######## bcd_tick_counter_flat ########
bcd_tick_counter_flat, local utilization:
The die is cut into 8 by 8 equal tiles; white is low, dark blue is high, 0 to 100% covered.
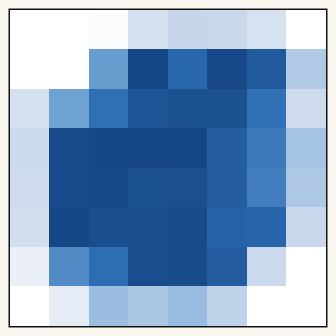

===== src/rtl/bcd_tick_counter_if.sv =====
// bcd_tick_counter_if: control, display-select and status signals of the BCD tick counter
interface bcd_tick_counter_if #(parameter int NUM_DIGITS = 2, parameter int CW = 6);
  logic start;
  logic pause;
  logic clear;
  logic dir;
  logic [NUM_DIGITS-1:0] dig_sel_n;
  logic [3:0] num;
  logic [4*NUM_DIGITS-1:0] bcd;
  logic [CW-1:0] count;
  logic running;
  logic tick;
  logic wrap;
  modport master(output start, pause, clear, dir, dig_sel_n, input num, bcd, count, running, tick, wrap);
  modport slave(input start, pause, clear, dir, dig_sel_n, output num, bcd, count, running, tick, wrap);
endinterface


===== src/rtl/bcd_tick_counter.sv =====
// bcd_tick_counter: prescaled up/down wrapping counter kept in binary and BCD, with digit mux
module bcd_tick_counter #(
  parameter int TICK_CYCLES = 20000000,
  parameter int NUM_DIGITS = 2,
  parameter int MAX_COUNT = 32,
  parameter int CW = 6
) (
  input logic clk,
  input logic rst_n,
  bcd_tick_counter_if.slave bus
);
  localparam int PW = $clog2(TICK_CYCLES);
  localparam int BW = 4*NUM_DIGITS;
  typedef enum logic [1:0] {IDLE, RUN, PAUSED} state_t;
  function automatic logic [BW-1:0] to_bcd(input int v);
    logic [BW-1:0] r;
    int x;
    x = v;
    r = '0;
    for (int i = 0; i < NUM_DIGITS; i++) begin
      r[4*i+:4] = 4'(x % 10);
      x = x / 10;
    end
    return r;
  endfunction
  localparam logic [BW-1:0] MAX_BCD = to_bcd(MAX_COUNT);
  localparam logic [CW-1:0] MAX_CNT = CW'(MAX_COUNT);
  localparam logic [PW-1:0] PRE_LAST = PW'(TICK_CYCLES-1);
  state_t state, state_nx;
  logic [PW-1:0] pre;
  logic [CW-1:0] count;
  logic [BW-1:0] bcd, bcd_inc, bcd_dec;
  logic [3:0] num;
  logic wrap, tick, at_lim, cy, bw;
  assign tick = (state == RUN) && (pre == PRE_LAST);
  assign at_lim = bus.dir ? (count == '0) : (count == MAX_CNT);
  assign bus.num = num;
  assign bus.bcd = bcd;
  assign bus.count = count;
  assign bus.running = (state == RUN);
  assign bus.tick = tick;
  assign bus.wrap = wrap;
  // next state: clear dominates, and start beats a simultaneous pause
  always_comb
    state_nx = bus.clear ? IDLE :
               (state == IDLE && bus.start) ? RUN :
               (state == RUN && bus.pause && !bus.start) ? PAUSED :
               (state == PAUSED && (bus.start || bus.pause)) ? RUN : state;
  // ripple decimal carry/borrow so bcd tracks count without any division
  always_comb begin
    bcd_inc = bcd;
    bcd_dec = bcd;
    cy = 1'b1;
    bw = 1'b1;
    for (int i = 0; i < NUM_DIGITS; i++) begin
      if (cy) begin
        bcd_inc[4*i+:4] = (bcd[4*i+:4] == 4'd9) ? 4'd0 : bcd[4*i+:4] + 4'd1;
        cy = (bcd[4*i+:4] == 4'd9);
      end
      if (bw) begin
        bcd_dec[4*i+:4] = (bcd[4*i+:4] == 4'd0) ? 4'd9 : bcd[4*i+:4] - 4'd1;
        bw = (bcd[4*i+:4] == 4'd0);
      end
    end
  end
  // lowest-index active digit select wins; nothing selected blanks to F
  always_comb begin
    num = 4'hF;
    for (int i = NUM_DIGITS-1; i >= 0; i--)
      if (!bus.dig_sel_n[i]) num = bcd[4*i+:4];
  end
  // state, prescaler (held while paused), count/bcd step and wrap pulse
  always_ff @(posedge clk or negedge rst_n)
    if (!rst_n) begin
      state <= IDLE;
      pre <= '0;
      count <= '0;
      bcd <= '0;
      wrap <= 1'b0;
    end else begin
      state <= state_nx;
      pre <= (bus.clear || state == IDLE || tick) ? '0 : (state == RUN) ? pre + PW'(1) : pre;
      wrap <= !bus.clear && tick && at_lim;
      if (bus.clear) begin
        count <= '0;
        bcd <= '0;
      end else if (tick) begin
        count <= at_lim ? (bus.dir ? MAX_CNT : '0) : bus.dir ? count - CW'(1) : count + CW'(1);
        bcd <= at_lim ? (bus.dir ? MAX_BCD : '0) : bus.dir ? bcd_dec : bcd_inc;
      end
    end
endmodule


===== src/flat_wrapper.sv =====
// flat-port wrapper written by rule: the top's interface ports become plain ports
module bcd_tick_counter_flat 
#(
  parameter int TICK_CYCLES = 20000000,
  parameter int NUM_DIGITS = 2,
  parameter int MAX_COUNT = 32,
  parameter int CW = 6
)
  (clk, rst_n, bus_start, bus_pause, bus_clear, bus_dir, bus_dig_sel_n, bus_num, bus_bcd, bus_count, bus_running, bus_tick, bus_wrap);
  bcd_tick_counter_if #(.NUM_DIGITS(NUM_DIGITS), .CW(CW)) bus_i ();
  input logic clk;
  input logic rst_n;
  input wire logic [$bits(bus_i.start)-1:0] bus_start;
  input wire logic [$bits(bus_i.pause)-1:0] bus_pause;
  input wire logic [$bits(bus_i.clear)-1:0] bus_clear;
  input wire logic [$bits(bus_i.dir)-1:0] bus_dir;
  input wire logic [$bits(bus_i.dig_sel_n)-1:0] bus_dig_sel_n;
  output wire logic [$bits(bus_i.num)-1:0] bus_num;
  output wire logic [$bits(bus_i.bcd)-1:0] bus_bcd;
  output wire logic [$bits(bus_i.count)-1:0] bus_count;
  output wire logic [$bits(bus_i.running)-1:0] bus_running;
  output wire logic [$bits(bus_i.tick)-1:0] bus_tick;
  output wire logic [$bits(bus_i.wrap)-1:0] bus_wrap;
  assign bus_i.start = bus_start;
  assign bus_i.pause = bus_pause;
  assign bus_i.clear = bus_clear;
  assign bus_i.dir = bus_dir;
  assign bus_i.dig_sel_n = bus_dig_sel_n;
  assign bus_num = bus_i.num;
  assign bus_bcd = bus_i.bcd;
  assign bus_count = bus_i.count;
  assign bus_running = bus_i.running;
  assign bus_tick = bus_i.tick;
  assign bus_wrap = bus_i.wrap;
  bcd_tick_counter #(.TICK_CYCLES(TICK_CYCLES), .NUM_DIGITS(NUM_DIGITS), .MAX_COUNT(MAX_COUNT), .CW(CW)) u_core (.clk(clk), .rst_n(rst_n), .bus(bus_i));
endmodule

===== config.mk =====
export PLATFORM = sky130hd
export DESIGN_NAME = bcd_tick_counter_flat
export DESIGN_NICKNAME = d
export VERILOG_FILES = /design/src/rtl/bcd_tick_counter_if.sv /design/src/rtl/bcd_tick_counter.sv /design/src/flat_wrapper.sv
export SDC_FILE = /design/constraint.sdc
export NUM_CORES = 1
export LEC_CHECK = 0
export CAP_MARGIN = 15
export CORE_MARGIN = 5
export CORE_UTILIZATION = 55
export DETAILED_ROUTE_END_ITERATION = 8
export PLACE_DENSITY = 0.87
export SETUP_SLACK_MARGIN = 0.4
export SYNTH_ARGS = -nofsm -noshare
export SYNTH_HDL_FRONTEND = slang
export SYNTH_SLANG_ARGS = --single-unit

===== constraint.sdc =====
create_clock -name clk -period 3.1 [get_ports clk]
set_clock_uncertainty 0.2 [all_clocks]
set_input_delay 0.62 -clock clk [delete_from_list [all_inputs] [get_ports clk]]
set_output_delay 0.62 -clock clk [all_outputs]
set_load 0.005 [all_outputs]

######## uart_tx_fifo ########
<file path="src/rtl/uart_tx_fifo.sv">
// uart_tx_fifo: byte FIFO feeding a UART transmitter through a held start/ready launch handshake
module uart_tx_fifo #(
  parameter int DEPTH = 16,
  localparam int AW = $clog2(DEPTH)
) (
  input  logic        clk,
  input  logic        rst_n,
  input  logic [7:0]  wr_data,
  input  logic        wr_valid,
  output logic        wr_ready,
  output logic [7:0]  tx_data,
  output logic        tx_start,
  input  logic        tx_ready,
  output logic [AW:0] count,
  output logic        empty,
  output logic        full,
  output logic        overflow
);
  typedef enum logic [1:0] {IDLE, LAUNCH, BUSY} state_t;
  state_t        r_state;
  logic [7:0]    r_mem [DEPTH];
  logic [AW-1:0] r_wr_ptr, r_rd_ptr;
  logic [AW:0]   r_count;
  logic [7:0]    r_tx_data;
  logic          r_tx_start, r_overflow;
  logic          w_push, w_pop, w_full, w_empty;
  assign w_full   = r_count == (AW+1)'(DEPTH);
  assign w_empty  = r_count == '0;
  assign w_push   = wr_valid && !w_full;
  assign wr_ready = !w_full;
  assign full     = w_full;
  assign empty    = w_empty;
  assign count    = r_count;
  assign tx_data  = r_tx_data;
  assign tx_start = r_tx_start;
  assign overflow = r_overflow;
  // pop only from IDLE with data queued and the transmitter reading as definitely ready
  always_comb begin
    w_pop = 1'b0;
    if (r_state == IDLE && !w_empty && tx_ready == 1'b1) w_pop = 1'b1;
  end
  // byte storage, written only on an accepted push
  always_ff @(posedge clk) begin
    if (rst_n && w_push) r_mem[r_wr_ptr] <= wr_data;
  end
  // pointers, occupancy, sticky overflow and the launch sequencer
  always_ff @(posedge clk) begin
    if (!rst_n) begin
      r_state    <= IDLE;
      r_wr_ptr   <= '0;
      r_rd_ptr   <= '0;
      r_count    <= '0;
      r_tx_data  <= 8'h00;
      r_tx_start <= 1'b0;
      r_overflow <= 1'b0;
    end else begin
      if (w_push) r_wr_ptr <= r_wr_ptr + AW'(1);
      if (w_pop) r_rd_ptr <= r_rd_ptr + AW'(1);
      if (w_push && !w_pop) r_count <= r_count + (AW+1)'(1);
      else if (!w_push && w_pop) r_count <= r_count - (AW+1)'(1);
      if (wr_valid && w_full) r_overflow <= 1'b1;
      case (r_state)
        IDLE: if (w_pop) begin
          r_tx_data  <= r_mem[r_rd_ptr];
          r_tx_start <= 1'b1;
          r_state    <= LAUNCH;
        end
        LAUNCH: if (tx_ready == 1'b0) begin
          r_tx_start <= 1'b0;
          r_state    <= BUSY;
        end
        BUSY: if (tx_ready == 1'b1) r_state <= IDLE;
        default: begin
          r_tx_start <= 1'b0;
          r_state    <= IDLE;
        end
      endcase
    end
  end
endmodule

</file>
<file path="config.mk">
export PLATFORM = sky130hd
export DESIGN_NAME = uart_tx_fifo
export DESIGN_NICKNAME = d
export VERILOG_FILES = /design/src/rtl/uart_tx_fifo.sv
export SDC_FILE = /design/constraint.sdc
export NUM_CORES = 1
export LEC_CHECK = 0
export CORE_MARGIN = 8
export CORE_UTILIZATION = 59
export DETAILED_ROUTE_END_ITERATION = 6
export HOLD_SLACK_MARGIN = 0.05
export PLACE_DENSITY = 0.78
export SKIP_LAST_GASP = 1
export SLEW_MARGIN = 30
export SYNTH_ARGS = -nofsm -noshare
export SYNTH_HDL_FRONTEND = slang
export SYNTH_SLANG_ARGS = --single-unit
export TNS_END_PERCENT = 1
</file>
<file path="constraint.sdc">
create_clock -name clk -period 3.4 [get_ports clk]
set_clock_uncertainty 0.1 [all_clocks]
set_input_delay 0.68 -clock clk [delete_from_list [all_inputs] [get_ports clk]]
set_output_delay 0.68 -clock clk [all_outputs]
set_load 0.02 [all_outputs]
</file>
uart_tx_fifo, met3 routing:
The bar under the picture is 20 um long.
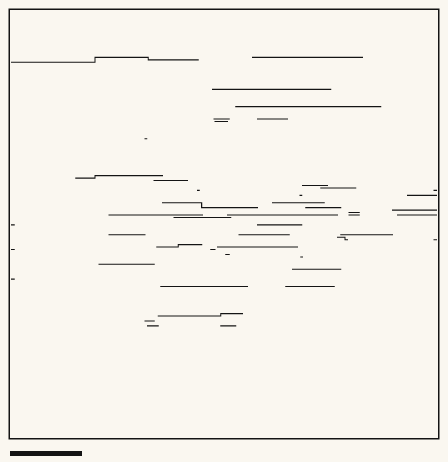
longest straight run: 40.0 um
wire length on this layer: 577 um
share of all routed wire: 4.8%

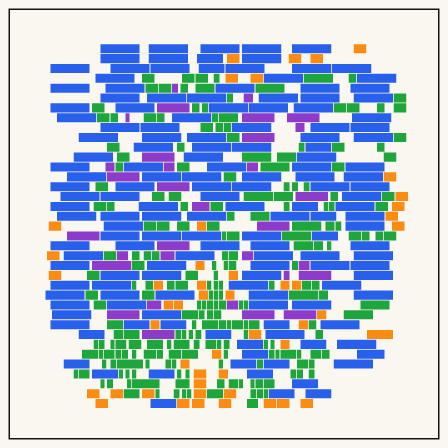
uart_tx_fifo: cells colored by class
legend:
  green:
    class: remaining logic cells
    cells: 216
    share_of_their_area: 24%
  orange:
    class: remaining buffers and delay cells
    cells: 48
    share_of_their_area: 6.3%
  blue:
    class: registers
    cells: 153
    share_of_their_area: 62%
  purple:
    class: clock drivers and dummy loads
    cells: 32
    share_of_their_area: 7.9%

==> impl_metrics.toml, uart_tx_fifo <==
# physical design summary
[run_status]
run_status = "completed"

[hold_path]
min_from = "overflow"

[timing]
setup_viol = 0
worst_slew_pin_slew_ns = 0.884
slew_headroom_pct = 41.0
fin_crit_ns = 2.87
post-route-period-util_pct = 84.5

[power_and_ir_drop]
power.total_mw = 5.03
powerDensity_nw_per_um2 = 697

[grt]
met1_usage_pct = 23.1
met3_usage_pct = 4.00
gr-usage-all-layers_pct = 18.0

[setup_path]
worst_setup_path_start_kind = "flop"
path_class = "reg2out"

[drt]
route.detailed.drc = 0
wl_met3_um = 576
wirelength_mm = 12.0
routed-wl-met2_mm = 6.04

[cts]
cts_tree = "done"
cts-root-buf = "clkbuf_8"

[floorplanning]
die_h_um = 118
die_x_um = 118

[job]
drv_cap = 0
## uart_tx_fifo: area by class of cell
type	count	area, um^2
fill	672	3010
tap	136	170
inverter	11	41.3
timing repair buffer	48	445
sequential	153	4350
multi-input combinational	205	1660
clock buffer	18	418
clock inverter	14	138
## uart_tx_fifo: power groups by stage
stage | Combinational [mW] | Sequential, mW | Clock (mW)
floorplan | 0.662 | 2.31 | 0
global placement | 1.00 | 2.29 | 0
detailed placement | 1.02 | 2.30 | 0
CTS | 1.04 | 2.26 | 1.76
global route | 1.14 | 2.28 | 1.84
finish | 1.03 | 2.26 | 1.74
## uart_tx_fifo: cell families (layout without fill, tap and decap cells)
family | count (synthesis) | after routing | synth area share, %
and+or+nand+nor | 69 | 69 | 5.35
DFF | 153 | 153 | 70.6
muxes | 57 | 57 | 11.3
adders and majority gates | 11 | 11 | 2.36
xor gates and xnor gates | 10 | 10 | 1.42
buffers and inverters | 30 | 91 | 2.46
AOI/OAI and AO/OA | 58 | 58 | 6.53
## uart_tx_fifo: worst max-delay path, cell delays in order, from the launching register on
cell             delay [ns]
dfxtp_1                0.38
nor4_4                 0.40
and2_1                 0.19
clkdlybuf4s50_1        0.60
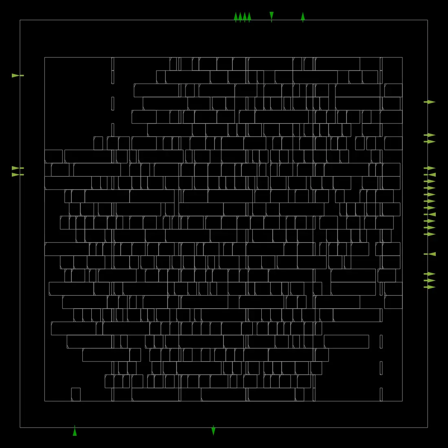
bcd_tick_counter_flat: cell outlines without signal wires
sequential share of cell area: 28.7%
Filler cells: 378

Notes on 'local utilization' of bcd_tick_counter_flat above:
fullest tile: 91%
mean over tiles: 52%
densest ninth of the die: center
tiles over 75% full: 42%
emptiest ninth of the die: upper left

==> impl_metrics.toml, bcd_tick_counter_flat <==
# physical design summary
[job]
warnings = 28
drv_cap = 0

[hold_path]
min_path_type = "in2async"

[timing]
setup_viol = 0
slew_headroom_pct = 35.8
fmax_mhz = 372
setup_tns_ns = 0

[setup_path]
r2r_end = "u_core.pre[9]"
slowest_stage = "or4_4"
critPathCaptureType = "flop"
cp_top_family = "simple AND/OR/NAND/NOR gates"

[final_layout]
layout.comb_gates.multi_input = 288
reg_top3 = "u_core.pre x25, u_core.bus.bcd x8, u_core.bus.count x6"
largest-register = "u_core.pre"
inverters = 18

[drt]
postRouteAntennaNets = 0

[power_and_ir_drop]
p_leak_nw = 1.43

[placement]
dp_cells = 458
dp_hpwl_mm = 5.35

[floorplanning]
die_h_um = 83.8
n_tap_cell = 70

[yosys]
syn_area_um2 = 3000
netlist_top_cells_count = "42 x dfrtp_1, 37 x a21oi_1, 29 x nand2_1, 29 x o21ai_0"
yosys.cell_types.count = 58
mux_share_pct = 0.375
synth_top_area_share_pct = 35.0

[cts]
path_clk_slew_ns = 0.08
cts_sinks = 42
postCtsHoldBufs = 0
cts_setup_buffers = 12
cts_made_buffers = 5

[grt]
antenna_found_initial = 0
grt_pass1_wl_mm = 14.1

[run_status]
run_status = "completed"
[bcd_tick_counter_flat: cell usage in the layout (no fill, tap or decap), types with 3 or more instances in the layout]
| cell | count |
|---|---|
| o21ai_0 | 29 |
| o211ai_1 | 5 |
| o31ai_1 | 5 |
| a22oi_1 | 3 |
| nand4_1 | 4 |
| nor3_1 | 14 |
| nor2b_1 | 4 |
| clkbuf_8 | 6 |
| a21oi_1 | 37 |
| or3_1 | 14 |
| nand3_1 | 16 |
| or4_4 | 3 |
| dfrtp_1 | 33 |
| inv_1 | 18 |
| a211oi_1 | 4 |
| nor4_1 | 9 |
| dfrtp_2 | 9 |
| nand2b_1 | 3 |
| o41ai_1 | 3 |
| a31oi_1 | 3 |
| clkdlybuf4s50_1 | 24 |
| nor2_1 | 21 |
| buf_4 | 26 |
| or4_1 | 6 |
| and3_1 | 5 |
| ha_1 | 4 |
| nand2_1 | 28 |
| o21a_1 | 6 |
| or2_2 | 3 |
| a21o_1 | 8 |
| a22o_1 | 3 |
[bcd_tick_counter_flat: per-layer routing]
metal / vias to the layer above / GRT usage [%]
met5: - / 0
met4: 0 / 7.60
met3: 29 / 4.64
met2: 169 / 40.1
met1: 1502 / 31.0
li1: 1483 / -


## Gallery

Register map, names as in the netlist.
The bar under the picture is 20 um long.
Plate I
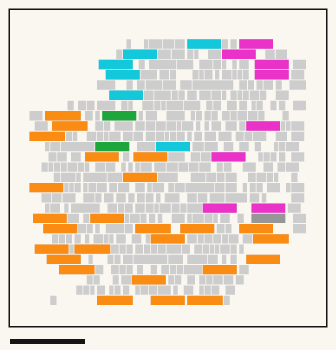
Plate II
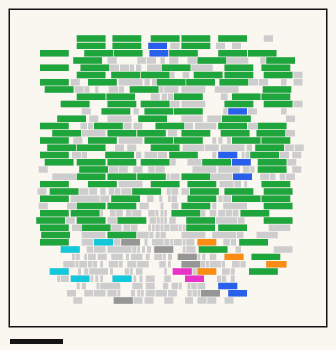
| picture | from |
|---|---|
| Plate I | bcd_tick_counter_flat |
| Plate II | uart_tx_fifo |
- most sequential cells: Plate II

Key to Plate I:
legend:
  magenta:
    netlist_name: u_core.bus.bcd
    sequential_cells: 8
  orange:
    netlist_name: u_core.pre
    sequential_cells: 25
  cyan:
    netlist_name: u_core.bus.count
    sequential_cells: 6
    where: top center
  green:
    netlist_name: u_core.state
    sequential_cells: 2
not colored: 1

No activity file was given, so power comes from the tool's default toggle rates.
